# ---- pc_unit ----
Figure 1. Placement view (pc_unit).
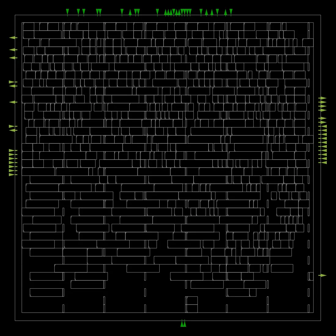

### src/rtl/pc_pkg.sv
// pc_pkg: shared definitions for the program-counter unit.
//   - Operation encodings driven on pc_unit.op by the control FSM.
//   - clog2: ceiling log2, used for RAS pointer/count widths and the
//     alignment mask. clog2(1) is 0, so callers that need a non-zero
//     width must guarantee an argument of at least 2.
package pc_pkg;

  localparam logic [2:0] OP_HOLD   = 3'd0;
  localparam logic [2:0] OP_INC    = 3'd1;
  localparam logic [2:0] OP_JUMP   = 3'd2;
  localparam logic [2:0] OP_BRANCH = 3'd3;
  localparam logic [2:0] OP_CALL   = 3'd4;
  localparam logic [2:0] OP_RET    = 3'd5;

  function automatic int clog2(input int value);
    int result;
    result = 0;
    for (int i = 0; i < 31; i++) begin
      if ((1 << i) < value) begin
        result = i + 1;
      end
    end
    return result;
  endfunction

endpackage

### src/rtl/pc_ras.sv
// pc_ras: return-address stack implemented as a circular LIFO.
//   A push when full overwrites the oldest entry, so the newest RAS_DEPTH
//   return addresses are always retained.
//
// Ports:
//   clk        rising-edge clock
//   flush      synchronous clear of the stack (used as its reset)
//   push       write push_data on top (has priority over pop)
//   pop        remove the top entry (ignored when empty)
//   push_data  address to push
//   top_data   current top entry (meaningless when empty)
//   count      number of valid entries, 0..RAS_DEPTH
//   full       registered, count == RAS_DEPTH
//   empty      registered, count == 0
//   ovf        combinational event: push while full
//   unf        combinational event: pop while empty
module pc_ras
  import pc_pkg::*;
#(
  parameter int WIDTH     = 16,
  parameter int RAS_DEPTH = 4
) (
  input  logic                          clk,
  input  logic                          flush,
  input  logic                          push,
  input  logic                          pop,
  input  logic [WIDTH-1:0]              push_data,
  output logic [WIDTH-1:0]              top_data,
  output logic [clog2(RAS_DEPTH+1)-1:0] count,
  output logic                          full,
  output logic                          empty,
  output logic                          ovf,
  output logic                          unf
);

  localparam int PTR_W = clog2(RAS_DEPTH);
  localparam int CNT_W = clog2(RAS_DEPTH + 1);
  localparam logic [PTR_W-1:0] LAST_PTR  = PTR_W'(RAS_DEPTH - 1);
  localparam logic [PTR_W-1:0] PTR_ONE   = PTR_W'(1);
  localparam logic [CNT_W-1:0] DEPTH_CNT = CNT_W'(RAS_DEPTH);
  localparam logic [CNT_W-1:0] CNT_ONE   = CNT_W'(1);

  logic [WIDTH-1:0] mem_q [RAS_DEPTH];
  logic [WIDTH-1:0] mem_d [RAS_DEPTH];
  logic [PTR_W-1:0] wr_ptr_q, wr_ptr_d;
  logic [PTR_W-1:0] top_ptr;
  logic [CNT_W-1:0] count_q, count_d;
  logic             full_q, full_d;
  logic             empty_q, empty_d;

  // wr_ptr points at the next free slot; the top entry sits one below it,
  // wrapping explicitly so non-power-of-two depths work too.
  assign top_ptr  = (wr_ptr_q == '0) ? LAST_PTR : wr_ptr_q - PTR_ONE;
  assign top_data = mem_q[top_ptr];

  assign ovf = push & full_q;
  assign unf = pop & ~push & empty_q;

  // When full, wr_ptr also points at the oldest entry, so a plain push
  // overwrites it and only the count saturates.
  always_comb begin
    mem_d    = mem_q;
    wr_ptr_d = wr_ptr_q;
    count_d  = count_q;
    if (flush) begin
      wr_ptr_d = '0;
      count_d  = '0;
    end else if (push) begin
      mem_d[wr_ptr_q] = push_data;
      wr_ptr_d        = (wr_ptr_q == LAST_PTR) ? '0 : wr_ptr_q + PTR_ONE;
      if (!full_q) begin
        count_d = count_q + CNT_ONE;
      end
    end else if (pop && !empty_q) begin
      wr_ptr_d = top_ptr;
      count_d  = count_q - CNT_ONE;
    end
    full_d  = (count_d == DEPTH_CNT);
    empty_d = (count_d == '0);
  end

  // Entry contents need no reset; only pointer, count and flags are cleared.
  always_ff @(posedge clk) begin
    mem_q    <= mem_d;
    wr_ptr_q <= wr_ptr_d;
    count_q  <= count_d;
    full_q   <= full_d;
    empty_q  <= empty_d;
  end

  assign count = count_q;
  assign full  = full_q;
  assign empty = empty_q;

endmodule

### src/rtl/pc_unit.sv
// pc_unit: program counter for the multi-cycle CPU with increment, jump,
// PC-relative branch, stall and a call/return address stack.
//
// Optional build macro: PC_ALIGN_CHECK_EN
//   Defined   - JUMP/CALL targets, BRANCH results and popped RET addresses
//               with nonzero low log2(STEP) bits pulse misalign (also sets
//               ras_err) and load with those bits cleared.
//   Undefined - misalign stays 0 and addresses load verbatim.
//
// Ports:
//   clk, rst   rising-edge clock, synchronous active-high reset
//   stall      freeze pc and RAS; pulse outputs drop to 0
//   op         0 HOLD, 1 INC, 2 JUMP, 3 BRANCH, 4 CALL, 5 RET, 6/7 HOLD
//   target     absolute address for JUMP and CALL
//   offset     two's-complement displacement for BRANCH
//   pc         current program counter (registered)
//   ras_empty  RAS holds no entries
//   ras_full   RAS holds RAS_DEPTH entries
//   ras_ovf    pulse: CALL while full (oldest entry overwritten)
//   ras_unf    pulse: RET while empty (pc falls through to pc+STEP)
//   ras_err    sticky OR of ovf/unf (and misalign), cleared by rst only
//   misalign   pulse: misaligned load (always 0 without the macro)
module pc_unit
  import pc_pkg::*;
#(
  parameter int               WIDTH     = 16,
  parameter int               STEP      = 1,
  parameter int               RAS_DEPTH = 4,
  parameter logic [WIDTH-1:0] RESET_VEC = '0
) (
  input  logic             clk,
  input  logic             rst,
  input  logic             stall,
  input  logic [2:0]       op,
  input  logic [WIDTH-1:0] target,
  input  logic [WIDTH-1:0] offset,
  output logic [WIDTH-1:0] pc,
  output logic             ras_empty,
  output logic             ras_full,
  output logic             ras_ovf,
  output logic             ras_unf,
  output logic             ras_err,
  output logic             misalign
);

  localparam int               CNT_W  = clog2(RAS_DEPTH + 1);
  localparam logic [WIDTH-1:0] STEP_W = WIDTH'(STEP);

  logic [WIDTH-1:0] pc_q, pc_d;
  logic             ovf_q, ovf_d;
  logic             unf_q, unf_d;
  logic             err_q, err_d;
  logic             mis_q, mis_d;

  logic [WIDTH-1:0] seq_pc;
  logic [WIDTH-1:0] next_raw;
  logic [WIDTH-1:0] next_fixed;
  logic             chk_align;
  logic             mis_now;
  logic             ras_push;
  logic             ras_pop;
  logic [WIDTH-1:0] ras_top;
  logic             ras_empty_w;
  logic             ras_full_w;
  logic             ras_ovf_ev;
  logic             ras_unf_ev;
  logic [CNT_W-1:0] ras_count_unused;

  assign seq_pc = pc_q + STEP_W;

  // The stack is cleared by the same synchronous reset as the pc, so a CALL
  // or RET coinciding with rst never survives.
  pc_ras #(
    .WIDTH     (WIDTH),
    .RAS_DEPTH (RAS_DEPTH)
  ) u_ras (
    .clk       (clk),
    .flush     (rst),
    .push      (ras_push),
    .pop       (ras_pop),
    .push_data (seq_pc),
    .top_data  (ras_top),
    .count     (ras_count_unused),
    .full      (ras_full_w),
    .empty     (ras_empty_w),
    .ovf       (ras_ovf_ev),
    .unf       (ras_unf_ev)
  );

  // Next-pc selection. Stall leaves everything at its held value and issues
  // no stack traffic. chk_align marks loads that come from an address
  // source rather than sequential increment.
  always_comb begin
    next_raw  = pc_q;
    chk_align = 1'b0;
    ras_push  = 1'b0;
    ras_pop   = 1'b0;
    if (!stall) begin
      case (op)
        OP_INC: begin
          next_raw = seq_pc;
        end
        OP_JUMP: begin
          next_raw  = target;
          chk_align = 1'b1;
        end
        OP_BRANCH: begin
          next_raw  = pc_q + offset;
          chk_align = 1'b1;
        end
        OP_CALL: begin
          next_raw  = target;
          chk_align = 1'b1;
          ras_push  = 1'b1;
        end
        OP_RET: begin
          ras_pop = 1'b1;
          if (!ras_empty_w) begin
            next_raw  = ras_top;
            chk_align = 1'b1;
          end else begin
            next_raw = seq_pc;
          end
        end
        default: begin
          next_raw = pc_q;
        end
      endcase
    end
  end

`ifdef PC_ALIGN_CHECK_EN
  // With STEP=1 the mask is zero and this logic reduces to a pass-through.
  localparam logic [WIDTH-1:0] ALIGN_MASK = WIDTH'(STEP - 1);

  assign mis_now    = chk_align && ((next_raw & ALIGN_MASK) != '0);
  assign next_fixed = chk_align ? (next_raw & ~ALIGN_MASK) : next_raw;
`else
  logic align_unused;

  assign align_unused = chk_align;
  assign mis_now      = 1'b0;
  assign next_fixed   = next_raw;
`endif

  // Pulses are registered event flags; ras_err accumulates them on the
  // same edge they are raised.
  always_comb begin
    pc_d  = next_fixed;
    ovf_d = ras_ovf_ev;
    unf_d = ras_unf_ev;
    mis_d = mis_now;
    err_d = err_q | ras_ovf_ev | ras_unf_ev | mis_now;
  end

  always_ff @(posedge clk) begin
    if (rst) begin
      pc_q  <= RESET_VEC;
      ovf_q <= 1'b0;
      unf_q <= 1'b0;
      err_q <= 1'b0;
      mis_q <= 1'b0;
    end else begin
      pc_q  <= pc_d;
      ovf_q <= ovf_d;
      unf_q <= unf_d;
      err_q <= err_d;
      mis_q <= mis_d;
    end
  end

  assign pc        = pc_q;
  assign ras_empty = ras_empty_w;
  assign ras_full  = ras_full_w;
  assign ras_ovf   = ovf_q;
  assign ras_unf   = unf_q;
  assign ras_err   = err_q;
  assign misalign  = mis_q;

endmodule

### config.mk
export PLATFORM = sky130hd
export DESIGN_NAME = pc_unit
export DESIGN_NICKNAME = d
export VERILOG_FILES = /design/src/rtl/pc_pkg.sv /design/src/rtl/pc_ras.sv /design/src/rtl/pc_unit.sv
export SDC_FILE = /design/constraint.sdc
export NUM_CORES = 1
export LEC_CHECK = 0
export CAP_MARGIN = 20
export CORE_MARGIN = 2
export CORE_UTILIZATION = 50
export CTS_CLUSTER_DIAMETER = 30
export DETAILED_ROUTE_END_ITERATION = 6
export GPL_ROUTABILITY_DRIVEN = 0
export MAX_ROUTING_LAYER = met4
export PLACE_DENSITY = 0.76
export SLEW_MARGIN = 20
export SYNTH_ARGS = -nofsm -noshare
export SYNTH_HDL_FRONTEND = slang
export SYNTH_SLANG_ARGS = --single-unit
### constraint.sdc
create_clock -name clk -period 2.4 [get_ports clk]
set_input_delay 0.6 -clock clk [delete_from_list [all_inputs] [get_ports clk]]
set_output_delay 0.6 -clock clk [all_outputs]
set_load 0.01 [all_outputs]
# ---- clock_display_scan ----
--- src/rtl/clock_display_scan.sv ---
// Six-digit multiplexed 7-segment scanner for HH.MM.SS with per-frame snapshot and BCD decode.
// Optional alarm blink is compiled in when ALARM_BLINK_EN is defined.
module clock_display_scan #(
    parameter int SCAN_DIV  = 1000,
    parameter int BLINK_DIV = 500000
) (
    input  logic       clk,
    input  logic       rst,
    input  logic [4:0] hr,
    input  logic [5:0] min,
    input  logic [5:0] sec,
    input  logic       alarm_active,
    output logic [5:0] an,
    output logic [6:0] seg,
    output logic       dp
);

    localparam int SW = $clog2(SCAN_DIV);
    localparam logic [SW-1:0] SCNT_LAST = SW'(SCAN_DIV - 1);
    localparam logic [SW-1:0] SCNT_LIT  = SW'(2);
    localparam logic [6:0]    SEG_DASH  = 7'h40;

    function automatic logic [6:0] seg_of(input logic [3:0] d);
        case (d)
            4'd0:    seg_of = 7'h3F;
            4'd1:    seg_of = 7'h06;
            4'd2:    seg_of = 7'h5B;
            4'd3:    seg_of = 7'h4F;
            4'd4:    seg_of = 7'h66;
            4'd5:    seg_of = 7'h6D;
            4'd6:    seg_of = 7'h7D;
            4'd7:    seg_of = 7'h07;
            4'd8:    seg_of = 7'h7F;
            4'd9:    seg_of = 7'h6F;
            default: seg_of = 7'h00;
        endcase
    endfunction

    logic [SW-1:0] r_scnt;
    logic [2:0]    r_idx;
    logic [4:0]    r_sh_hr;
    logic [5:0]    r_sh_min;
    logic [5:0]    r_sh_sec;
    logic [3:0]    r_sec_u, r_sec_t, r_min_u, r_min_t, r_hr_u, r_hr_t;
    logic          r_sec_bad, r_min_bad, r_hr_bad;
    logic          w_wrap;
    logic          w_dark;
    logic [6:0]    w_code;

    assign w_wrap = (r_scnt == SCNT_LAST) && (r_idx == 3'd5);

    // Slot counter and digit index
    always_ff @(posedge clk) begin
        if (rst) begin
            r_scnt <= '0;
            r_idx  <= 3'd0;
        end else if (r_scnt == SCNT_LAST) begin
            r_scnt <= '0;
            r_idx  <= (r_idx == 3'd5) ? 3'd0 : r_idx + 3'd1;
        end else begin
            r_scnt <= r_scnt + SW'(1);
        end
    end

    // Frame snapshot: captured only on the 5->0 wrap so a frame is coherent
    always_ff @(posedge clk) begin
        if (rst) begin
            r_sh_hr  <= 5'd0;
            r_sh_min <= 6'd0;
            r_sh_sec <= 6'd0;
        end else if (w_wrap) begin
            r_sh_hr  <= hr;
            r_sh_min <= min;
            r_sh_sec <= sec;
        end else begin
            r_sh_hr  <= r_sh_hr;
            r_sh_min <= r_sh_min;
            r_sh_sec <= r_sh_sec;
        end
    end

    // BCD split and range flags; the one-cycle latency is hidden by the dead slots
    always_ff @(posedge clk) begin
        if (rst) begin
            r_sec_u   <= 4'd0;
            r_sec_t   <= 4'd0;
            r_min_u   <= 4'd0;
            r_min_t   <= 4'd0;
            r_hr_u    <= 4'd0;
            r_hr_t    <= 4'd0;
            r_sec_bad <= 1'b0;
            r_min_bad <= 1'b0;
            r_hr_bad  <= 1'b0;
        end else begin
            r_sec_u   <= 4'(r_sh_sec % 6'd10);
            r_sec_t   <= 4'(r_sh_sec / 6'd10);
            r_min_u   <= 4'(r_sh_min % 6'd10);
            r_min_t   <= 4'(r_sh_min / 6'd10);
            r_hr_u    <= 4'(r_sh_hr % 5'd10);
            r_hr_t    <= 4'(r_sh_hr / 5'd10);
            r_sec_bad <= (r_sh_sec > 6'd59);
            r_min_bad <= (r_sh_min > 6'd59);
            r_hr_bad  <= (r_sh_hr > 5'd23);
        end
    end

`ifdef ALARM_BLINK_EN
    localparam int BW = $clog2(BLINK_DIV);
    localparam logic [BW-1:0] BCNT_LAST = BW'(BLINK_DIV - 1);

    logic [BW-1:0] r_bcnt;
    logic          r_bph;

    // Blink phase runs only while the alarm rings, otherwise held cleared
    always_ff @(posedge clk) begin
        if (rst || !alarm_active) begin
            r_bcnt <= '0;
            r_bph  <= 1'b0;
        end else if (r_bcnt == BCNT_LAST) begin
            r_bcnt <= '0;
            r_bph  <= ~r_bph;
        end else begin
            r_bcnt <= r_bcnt + BW'(1);
            r_bph  <= r_bph;
        end
    end

    assign w_dark = r_bph & alarm_active;
`else
    logic w_unused_alarm;
    assign w_unused_alarm = alarm_active;
    assign w_dark         = 1'b0;
`endif

    // Segment pattern for the current digit; hours-tens zero is blanked
    always_comb begin
        w_code = 7'h00;
        case (r_idx)
            3'd0: w_code = r_sec_bad ? SEG_DASH : seg_of(r_sec_u);
            3'd1: w_code = r_sec_bad ? SEG_DASH : seg_of(r_sec_t);
            3'd2: w_code = r_min_bad ? SEG_DASH : seg_of(r_min_u);
            3'd3: w_code = r_min_bad ? SEG_DASH : seg_of(r_min_t);
            3'd4: w_code = r_hr_bad  ? SEG_DASH : seg_of(r_hr_u);
            3'd5: begin
                if (r_hr_bad) begin
                    w_code = SEG_DASH;
                end else if (r_hr_t == 4'd0) begin
                    w_code = 7'h00;
                end else begin
                    w_code = seg_of(r_hr_t);
                end
            end
            default: w_code = 7'h00;
        endcase
    end

    // Registered display drive with dead time at the start of each slot
    always_ff @(posedge clk) begin
        if (rst) begin
            an  <= 6'd0;
            seg <= 7'h00;
            dp  <= 1'b0;
        end else if ((r_scnt >= SCNT_LIT) && !w_dark) begin
            an  <= 6'b000001 << r_idx;
            seg <= w_code;
            dp  <= (r_idx == 3'd2) || (r_idx == 3'd4);
        end else begin
            an  <= 6'd0;
            seg <= 7'h00;
            dp  <= 1'b0;
        end
    end

endmodule

--- config.mk ---
export PLATFORM = sky130hd
export DESIGN_NAME = clock_display_scan
export DESIGN_NICKNAME = d
export VERILOG_FILES = /design/src/rtl/clock_display_scan.sv
export SDC_FILE = /design/constraint.sdc
export NUM_CORES = 1
export LEC_CHECK = 0
export CAP_MARGIN = 20
export CORE_ASPECT_RATIO = 1.4
export CORE_MARGIN = 1.5
export CORE_UTILIZATION = 25
export DETAILED_ROUTE_END_ITERATION = 16
export GPL_ROUTABILITY_DRIVEN = 1
export GPL_TIMING_DRIVEN = 0
export MAX_ROUTING_LAYER = met4
export PLACE_DENSITY_LB_ADDON = 0.25
export SYNTH_ARGS = -nofsm -noshare
export SYNTH_HDL_FRONTEND = slang
export SYNTH_SLANG_ARGS = --single-unit
--- constraint.sdc ---
create_clock -name clk -period 3.1 [get_ports clk]
set_clock_uncertainty 0.2 [all_clocks]
set_input_delay 0.465 -clock clk [delete_from_list [all_inputs] [get_ports clk]]
set_output_delay 0.465 -clock clk [all_outputs]
set_load 0.01 [all_outputs]
# ---- tdm_demux ----
`config.mk`:
```
export PLATFORM = sky130hd
export DESIGN_NAME = tdm_demux
export DESIGN_NICKNAME = d
export VERILOG_FILES = /design/src/rtl/tdm_demux.sv
export SDC_FILE = /design/constraint.sdc
export NUM_CORES = 1
export LEC_CHECK = 0
export ABC_AREA = 1
export CORE_ASPECT_RATIO = 0.9
export CORE_MARGIN = 2
export CORE_UTILIZATION = 45
export CTS_CLUSTER_DIAMETER = 120
export DETAILED_ROUTE_END_ITERATION = 10
export GPL_ROUTABILITY_DRIVEN = 0
export GPL_TIMING_DRIVEN = 0
export PLACE_DENSITY = 0.82
export SETUP_SLACK_MARGIN = 0.02
export SKIP_CTS_REPAIR_TIMING = 1
export SYNTH_ARGS = -nofsm -noshare
export SYNTH_HDL_FRONTEND = slang
export SYNTH_SLANG_ARGS = --single-unit
```
`constraint.sdc`:
```
create_clock -name CLK -period 2.55 [get_ports CLK]
set_input_delay 0.255 -clock CLK [delete_from_list [all_inputs] [get_ports CLK]]
set_output_delay 0.255 -clock CLK [all_outputs]
set_load 0.01 [all_outputs]
```
`src/rtl/tdm_demux.sv`:
```
// tdm_demux: rebuilds NCH-channel frames from a sync-marked serial sample stream (CLK/RST, in_valid/in_sync/in_data in; out_data/out_valid/err/frame_cnt out)
module tdm_demux #(
  parameter int NCH = 2,
  parameter int W = 1,
  parameter int IW = 4
) (
  input  logic             CLK,
  input  logic             RST,
  input  logic             in_valid,
  input  logic             in_sync,
  input  logic [W-1:0]     in_data,
  output logic [NCH*W-1:0] out_data,
  output logic             out_valid,
  output logic             err,
  output logic [7:0]       frame_cnt
);
  localparam logic [0:0] HUNT = 1'b0;
  localparam logic [0:0] COLLECT = 1'b1;
  localparam logic [IW-1:0] LAST = IW'(NCH - 1);
  logic [0:0] state;
  logic [IW-1:0] idx;
  logic [IW-1:0] wr_idx;
  logic [(NCH-1)*W-1:0] sh;
  logic wr_en;
  logic done;
  always_comb begin
    done = in_valid & ~in_sync & (state == COLLECT) & (idx == LAST);
    wr_en = in_valid & (in_sync | ((state == COLLECT) & (idx != LAST)));
    wr_idx = in_sync ? '0 : idx;
  end
  always_ff @(posedge CLK) begin
    if (RST) begin
      state <= HUNT;
      idx <= '0;
      sh <= '0;
      out_data <= '0;
      out_valid <= 1'b0;
      err <= 1'b0;
      frame_cnt <= 8'd0;
    end else begin
      out_valid <= done;
      err <= in_valid & (in_sync ? (state == COLLECT) : (state == HUNT));
      for (int k = 0; k < NCH - 1; k++)
        if (wr_en && wr_idx == IW'(k)) sh[k*W +: W] <= in_data;
      if (in_valid && in_sync) begin
        idx <= IW'(1);
        state <= COLLECT;
      end else if (done) begin
        out_data <= {in_data, sh};
        frame_cnt <= frame_cnt + 8'd1;
        idx <= '0;
        state <= HUNT;
      end else if (wr_en) begin
        idx <= idx + IW'(1);
      end
    end
  end
endmodule
```
# ---- vload_gather ----
===== config.mk =====
export PLATFORM = sky130hd
export DESIGN_NAME = vload_gather
export DESIGN_NICKNAME = d
export VERILOG_FILES = /design/src/rtl/vload_gather.sv
export SDC_FILE = /design/constraint.sdc
export NUM_CORES = 1
export LEC_CHECK = 0
export ABC_AREA = 1
export CAP_MARGIN = 20
export CORE_ASPECT_RATIO = 2
export CORE_MARGIN = 5
export CORE_UTILIZATION = 54
export CTS_BUF_LIST = sky130_fd_sc_hd__clkbuf_16
export CTS_CLUSTER_SIZE = 30
export DETAILED_ROUTE_END_ITERATION = 16
export PLACE_DENSITY = 0.95
export REMOVE_ABC_BUFFERS = 1
export SLEW_MARGIN = 20
export SYNTH_ARGS = -nofsm -noshare
export SYNTH_HDL_FRONTEND = slang
export SYNTH_SLANG_ARGS = --single-unit

===== constraint.sdc =====
create_clock -name clk -period 5 [get_ports clk]
set_input_delay 1 -clock clk [delete_from_list [all_inputs] [get_ports clk]]
set_output_delay 1 -clock clk [all_outputs]
set_load 0.01 [all_outputs]

===== src/rtl/vload_gather.sv =====
// vload_gather: strided vector gather load.
// Issues one memory read per lane (base + idx*stride) over a single-outstanding request port,
// collects up to five 32-bit lanes, then writes them to the vector register file in one cycle.
// Optional build macro VLOAD_TIMEOUT_EN adds an 8-bit WAIT-state watchdog that aborts the
// load with an err pulse when no read data arrives for 255 cycles.

module vload_gather #(
    parameter int unsigned MAXLEN = 5,
    parameter int unsigned AW     = 32
) (
    input  logic          clk,
    input  logic          reset_n,
    input  logic          start,
    input  logic [AW-1:0] base_addr,
    input  logic [31:0]   stride,
    input  logic [2:0]    vsize,
    input  logic [3:0]    vd,
    output logic          ready,
    output logic          mem_req,
    output logic [AW-1:0] mem_addr,
    input  logic          mem_gnt,
    input  logic          mem_rvalid,
    input  logic [31:0]   mem_rdata,
    output logic          vector_op,
    output logic [2:0]    vector_size,
    output logic [3:0]    wa3,
    output logic [31:0]   wd1,
    output logic [31:0]   wd2,
    output logic [31:0]   wd3,
    output logic [31:0]   wd4,
    output logic [31:0]   wd5,
    output logic          done,
    output logic          err
);

    localparam int unsigned NUM_LANES = 5;

    localparam logic [1:0] IDLE  = 2'd0;
    localparam logic [1:0] REQ   = 2'd1;
    localparam logic [1:0] WAIT  = 2'd2;
    localparam logic [1:0] WRITE = 2'd3;

    logic [1:0]                      state_q, state_d;
    logic [AW-1:0]                   addr_q, addr_d;
    logic [31:0]                     stride_q, stride_d;
    logic [2:0]                      vsize_q, vsize_d;
    logic [3:0]                      vd_q, vd_d;
    logic [2:0]                      idx_q, idx_d;
    logic [NUM_LANES-1:0][31:0]      lanes_q, lanes_d;
    logic                            err_q, err_d;
    logic                            vsize_ok;
    logic [NUM_LANES-1:0][31:0]      wd_lane;
`ifdef VLOAD_TIMEOUT_EN
    logic [7:0]                      tmo_q, tmo_d;
`endif

    assign vsize_ok = (vsize != 3'd0) && (32'(vsize) <= MAXLEN);

    // Next-state logic: FSM sequencing, request address walk and lane capture
    always_comb begin
        state_d  = state_q;
        addr_d   = addr_q;
        stride_d = stride_q;
        vsize_d  = vsize_q;
        vd_d     = vd_q;
        idx_d    = idx_q;
        lanes_d  = lanes_q;
        err_d    = 1'b0;
`ifdef VLOAD_TIMEOUT_EN
        tmo_d    = tmo_q;
`endif
        case (state_q)
            IDLE: begin
                if (start) begin
                    if (vsize_ok) begin
                        addr_d   = base_addr;
                        stride_d = stride;
                        vsize_d  = vsize;
                        vd_d     = vd;
                        idx_d    = 3'd0;
                        lanes_d  = '0;
                        state_d  = REQ;
                    end else begin
                        err_d = 1'b1;
                    end
                end
            end
            REQ: begin
                // addr_q is only advanced after read data returns, so it holds while ungranted
                if (mem_gnt) begin
                    state_d = WAIT;
`ifdef VLOAD_TIMEOUT_EN
                    tmo_d   = 8'd0;
`endif
                end
            end
            WAIT: begin
                if (mem_rvalid) begin
                    if (idx_q < 3'(NUM_LANES)) begin
                        lanes_d[idx_q] = mem_rdata;
                    end
                    if (idx_q == vsize_q - 3'd1) begin
                        state_d = WRITE;
                    end else begin
                        idx_d   = idx_q + 3'd1;
                        addr_d  = addr_q + AW'(stride_q);
                        state_d = REQ;
                    end
`ifdef VLOAD_TIMEOUT_EN
                    tmo_d = 8'd0;
                end else begin
                    tmo_d = tmo_q + 8'd1;
                    // This cycle is the 255th consecutive WAIT cycle without data
                    if (tmo_q == 8'd254) begin
                        err_d   = 1'b1;
                        state_d = IDLE;
                    end
`endif
                end
            end
            WRITE: begin
                state_d = IDLE;
            end
            default: begin
                state_d = IDLE;
            end
        endcase
    end

    // State registers with synchronous active-low reset
    always_ff @(posedge clk) begin
        if (!reset_n) begin
            state_q  <= IDLE;
            addr_q   <= '0;
            stride_q <= '0;
            vsize_q  <= '0;
            vd_q     <= '0;
            idx_q    <= '0;
            lanes_q  <= '0;
            err_q    <= 1'b0;
`ifdef VLOAD_TIMEOUT_EN
            tmo_q    <= '0;
`endif
        end else begin
            state_q  <= state_d;
            addr_q   <= addr_d;
            stride_q <= stride_d;
            vsize_q  <= vsize_d;
            vd_q     <= vd_d;
            idx_q    <= idx_d;
            lanes_q  <= lanes_d;
            err_q    <= err_d;
`ifdef VLOAD_TIMEOUT_EN
            tmo_q    <= tmo_d;
`endif
        end
    end

    // Output decode: write-port fields are forced to zero outside the WRITE cycle
    always_comb begin
        ready       = (state_q == IDLE);
        mem_req     = (state_q == REQ);
        mem_addr    = mem_req ? addr_q : '0;
        vector_op   = (state_q == WRITE);
        done        = vector_op;
        wa3         = vector_op ? vd_q : 4'd0;
        vector_size = vector_op ? vsize_q : 3'd0;
        err         = err_q;
        for (int i = 0; i < NUM_LANES; i++) begin
            wd_lane[i] = (vector_op && (3'(i) < vsize_q)) ? lanes_q[i] : 32'd0;
        end
    end

    assign wd1 = wd_lane[0];
    assign wd2 = wd_lane[1];
    assign wd3 = wd_lane[2];
    assign wd4 = wd_lane[3];
    assign wd5 = wd_lane[4];

endmodule


Figure 2. Placement view (vload_gather).
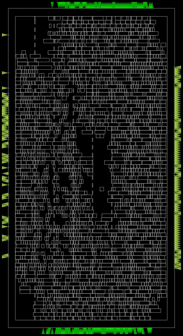
final core utilization: 70.7%
flop share of the area: 28.3%
Core Region: 0.0237 mm2
row count: 80

==> flow_summary.toml, vload_gather <==
# generated from flow reports
[cts]
cts_sinks = 237
cts_buffers = 21
post_cts_resized = 0

[min_path]
min_path_type = "reg -> reg"

[cells_and_area]
largest_reg_flops = 160

[power]
ir_worst_vdd_uv = 324
clock_power_share_pct = 22.3
power_leader = "combinational cells"

[placed_design]
port_buffers = 311

[final_timing]
max_slew.worst_pin.slew_ns = 1.04

[drt]
wl_per_cell_um = 17.5

[critical_path]
crit_fanout = 33

[synthesis]
top_logic_kind = "simple AND/OR/NAND/NOR gates"
synth-area-yosys_mm2 = 0.0129

[status]
status = "finished clean"
[vload_gather: cells in the mapped netlist, drive strengths merged]
library cell  count
o21ai            73
xor2              9
a21oi           233
nand4             2
a21o              3
ha               33
clkbuf           66
nor3             10
clkinv            2
nor3b             1
o21bai            2
or2               1
and2              3
a31oi             1
nor2            382
nand3           138
xnor2             4
nand3b            2
inv             354
fa                1
nand2           516
a211oi            3
dfxtp           237
buf              44
[vload_gather: routing by layer]
layer	global-route usage, %	wire length (um)
met1	30.6	14800
met2	60.8	24200
met3	4.11	3220
met4	28.3	4590
met5	0	0
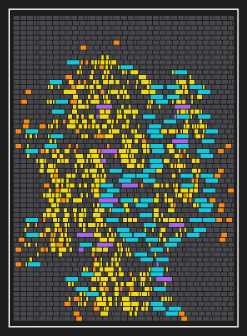
Figure 3: clock_display_scan, placement by cell class.
Fill, decap, tap and diode cells in grey.
Key: purple = clock drivers and dummy loads [cells 15, share of their area 4.8%]; orange = other buffers and delay cells [cells 83, share of their area 10%]; cyan = flops [cells 89, share of their area 30%]; yellow = combinational and other logic [cells 520, share of their area 55%]
Finished Cell Area: 0.00628 mm2
row count: 62
Core Region: 0.0206 mm2

==> flow_summary.toml, clock_display_scan <==
# generated from flow reports
[synthesis]
mux_area_share_pct = 2.89
ys_top_cells_by_count = "89 x dfxtp_1, 77 x nand2_1, 65 x nor2_1"
top_cell = "dfxtp_1"
ys_cells = 657

[final_timing]
max_slew.worst_pin.slew_ns = 0.767
holdWs_ns = 0.255

[cts]
post_cts_resized = 14
clk_pin_slew_worst_paths_ns = 0.07
worstSkewPairLatency_ns = 0.35

[cells_and_area]
buffers = 83
clock_cell_area_share_pct = 4.56
num-multi-input-gates = 486
largest_class = "logic gates"

[status]
status = "finished clean"

[critical_path]
crit_type = "reg -> reg"

[placed_design]
port_buffers = 32

[floorplan]
die_h_um = 174

[power]
clock_power_share_pct = 46.4

[drt]
drtPass1Iterations = 5

[global_routing]
busiest_layer = "met2"
==> clock_display_scan: power groups by stage <==
stage / registers [mW] / logic [mW] / clock network (mW)
finish: 1.16 / 0.0960 / 1.09
global route: 1.16 / 0.105 / 1.18
CTS: 1.16 / 0.0988 / 1.12
detailed placement: 1.19 / 0.0981 / 0
global placement: 1.19 / 0.0983 / 0
floorplan: 1.19 / 0.0309 / 0
==> clock_display_scan: metrics by stage <==
stage	setup slack (ns)	area, um2
6_report	0.101	6280
2_1_floorplan	0.210	5250
4_1_cts	0.00210	6220
5_1_grt	-0.000456	6280
3_5_place_dp	-0.501	5890
3_3_place_gp	-0.534	5890
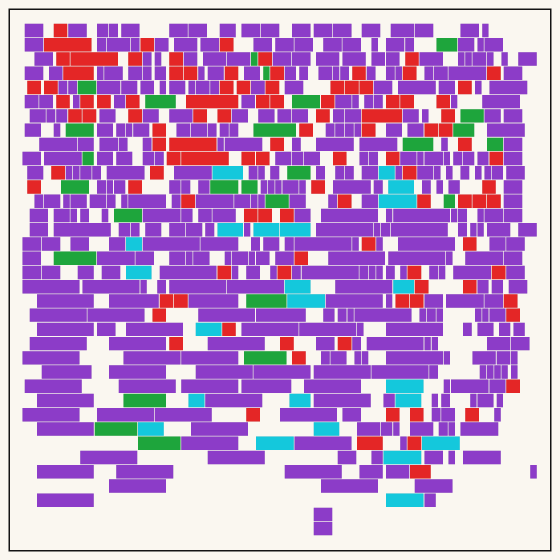
Figure 4: pc_unit, cell sizes after repair.
Key: cyan = _6 and larger [cells 23, share 3.8%, most used clkbuf_8]; purple = _0 and _1 cells [cells 447, share 74%, most used edfxtp_1]; red = _3 and _4 cells [cells 107, share 18%, most used buf_4]; green = _2 cells [cells 26, share 4.3%, most used mux4_2]
Non-Clock Buffer Count: 163
Finished Cell Area: 0.00679 mm2
Final WS setup: 0.0336 ns

About Figure 1:
# fillers: 699
tap cell count: 133
row count: 36

==> flow_summary.toml, pc_unit <==
# generated from flow reports
[status]
status = "finished clean"

[power]
clock_power_share_pct = 29.0
p_comb_share_pct = 22.5

[final_timing]
max_slew.worst_pin.slew_ns = 0.654
fin_crit_sh_pct = 98.6
relSlewSlack_pct = 56.1
tns_ns = 0

[global_routing]
grt_first_pass_wirelength_um = 21200
grt_util_met1_pct = 37.5
grt_overflow = 0

[cts]
tritoncts = "done"
cts.htree.levels = 3
postCtsSetupBuffers = 3

[cells_and_area]
seq_area_mm2 = 0.00244
largest_reg_flops = 64
num-multi-input-gates = 320
layout.cells.most_common = "buf_4"

[critical_path]
path_common_cell = "buf_4"
required_ns = 2.71
cp_slowest_cell = "clkdlybuf4s50_1"

[synthesis]
ys_warn_count = 0
topCellsByArea = "edfxtp_1 39%, dfxtp_1 11%, ha_1 5.6%"
top_logic_kind = "AND-OR/OR-AND gates"

[drt]
wl_met2_um = 6780
drt.antenna.violating_nets = 0

[placed_design]
dpl.cell_count = 713
## pc_unit: worst max-delay path: cells and delay by family
family	cells	cell delay (ns)
fa+ha+maj	1	0.23
simple gates	1	0.17
buf+inv	3	0.85
compound gates	5	0.84
## pc_unit: power groups by stage
stage               Combinational [mW]  Clock (mW)  Sequential [mW]
floorplan                        0.340           0             1.79
global placement                 0.733           0             1.78
detailed placement               0.748           0             1.78
CTS                              0.773        1.06             1.74
global route                     0.869        1.12             1.75
finish                           0.809        1.04             1.75
Figure 5. Placement by cell class (tdm_demux).
Fill, decap, tap and diode cells in grey.
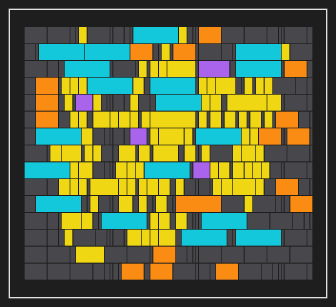
Key: purple = clock drivers and dummy loads [cells 4, share of their area 3.3%]; orange = other buffers and delay cells [cells 17, share of their area 17%]; yellow = combinational and other logic [cells 98, share of their area 47%]; cyan = flops [cells 18, share of their area 33%]
Finished Cell Area: 0.00112 mm2
flop share of the area: 32.2%
row count: 15

==> flow_summary.toml, tdm_demux <==
# generated from flow reports
[drt]
drt_iter0_markers = 8
wl_met1_um = 728
drtPass1Iterations = 4

[global_routing]
grt_max_degree = 11

[final_timing]
relSlewSlack_pct = 68.9
max_slew.worst_pin.slew_ns = 0.465
slew_viol_final = 0
tns_ns = 0

[min_path]
hp-start = "sh"

[power]
comb_cell_power_mw = 0.0520
finalPower_mw = 0.520

[cells_and_area]
antenna_cells = 0
layout.cells.most_common = "nand2_1"
seq_area_um2 = 360

[synthesis]
top_logic_kind = "simple AND/OR/NAND/NOR gates"
compound_area_share_pct = 9.69

[placed_design]
port_buffers = 16

[status]
status = "finished clean"

[critical_path]
r2r_cells = 8
==> tdm_demux: final cells by class <==
type	instances	share of cell area, %
clock buffers	4	3.24
well taps	25	2.80
repair buffers	16	14.3
inverters	15	5.03
plain buffers	1	1.79
multi-input cells	83	40.6
flip-flops and latches	18	32.2
==> tdm_demux: state kept, by name, indices dropped and copies added (netlist names) <==
signal / flops
frame_cnt: 8
idx: 4
out_data: 2
err: 1
out_valid: 1
sh: 1
state: 1

==> gallery <==
Wires at chosen ports, followed through buffers.
shot_01.png
The bar under the picture is 20 um long.
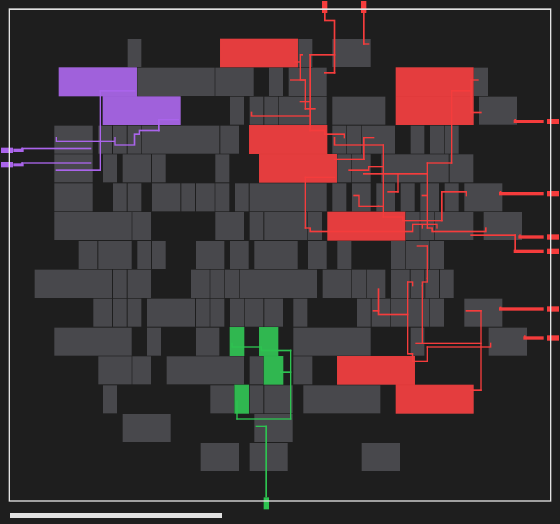
shot_02.png
The bar under the picture is 50 um long.
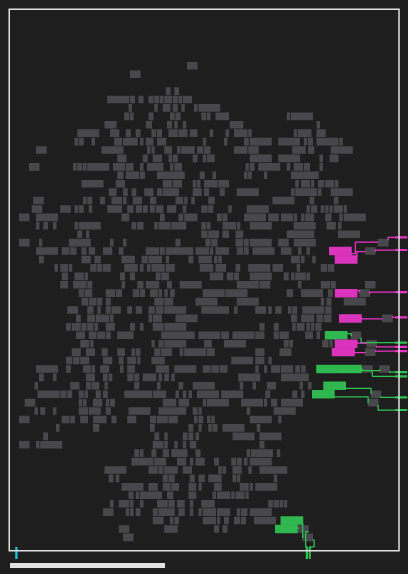
shot_03.png
The bar under the picture is 20 um long.
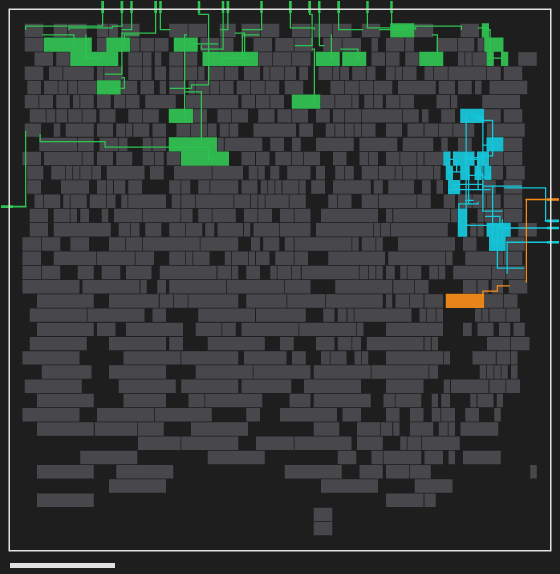
shot_04.png
The bar under the picture is 20 um long.
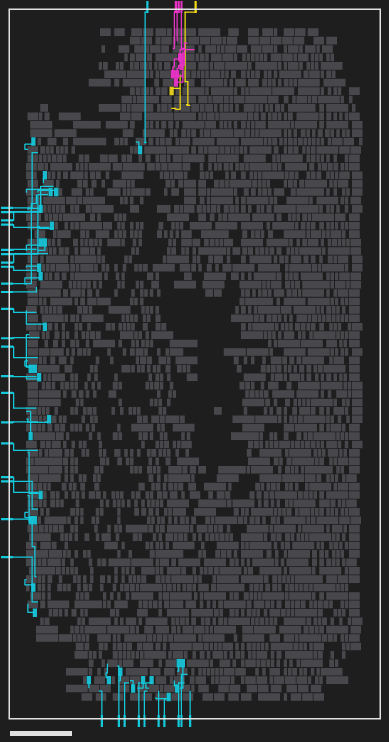
Of these, most cells: shot_04.png
Of these, largest die: shot_04.png
clock_display_scan is shot_02.png.
vload_gather is shot_04.png.
tdm_demux is shot_01.png.
pc_unit is shot_03.png.



==> notes/layouts.md <==
Pictures saved along the way, in no particular order.

Wiring by layer.
(a)
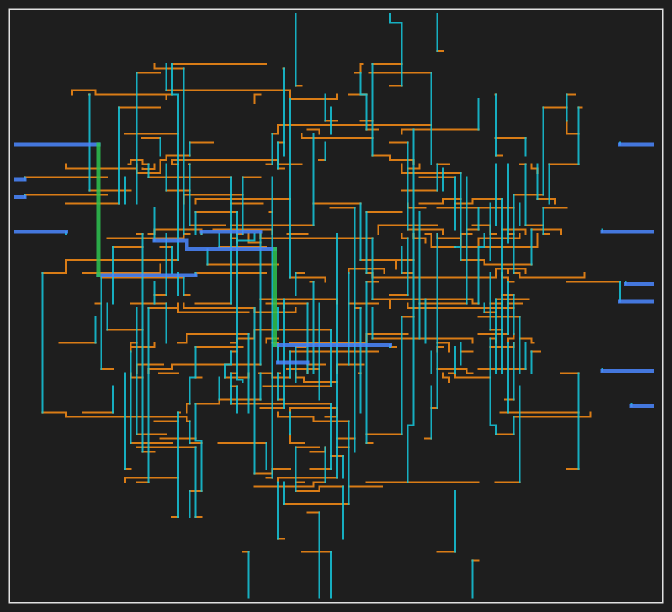
(b)
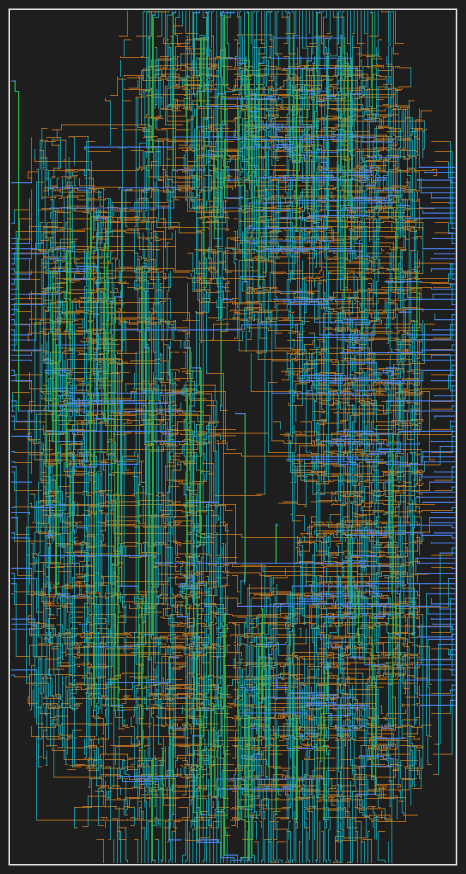
(c)
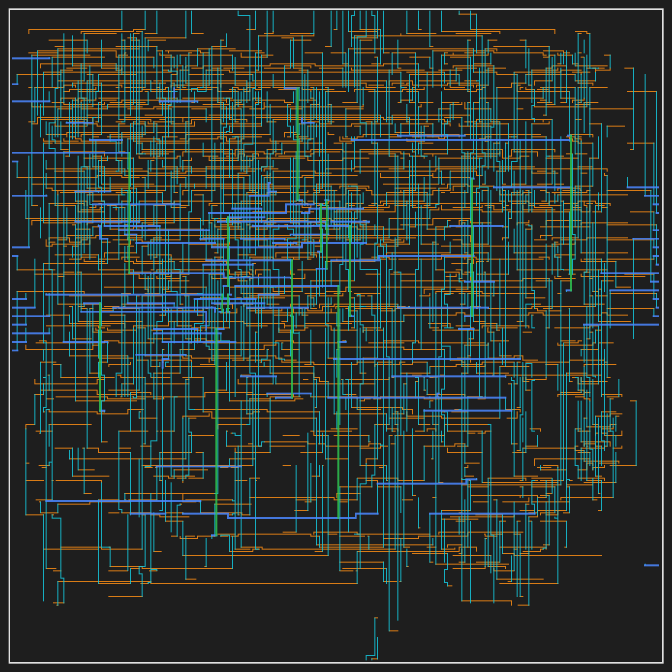
(d)
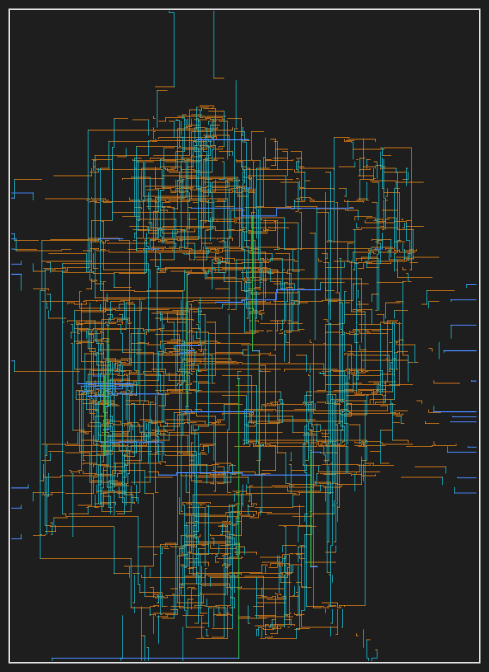
| from | picture |
|---|---|
| vload_gather | (b) |
| pc_unit | (c) |
| clock_display_scan | (d) |
| tdm_demux | (a) |
The one with the most wire is (b).
The one with the least wire is (a).


==> notes/layouts.md <==
Pictures saved along the way, in no particular order.

Cell sizes after repair.
Plate I
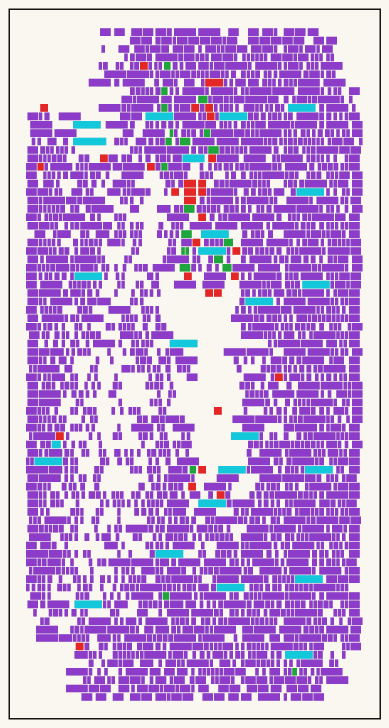
Plate II
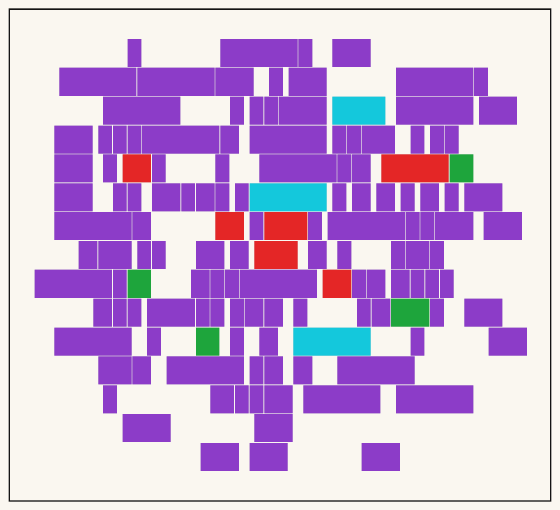
Plate III
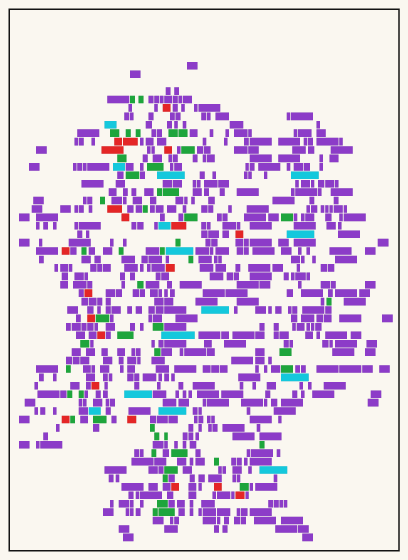
- tdm_demux = Plate II
- clock_display_scan = Plate III
- vload_gather = Plate I
Of these, most cells: Plate I
Of these, fewest cells: Plate II

No activity file was given, so power comes from the tool's default toggle rates.
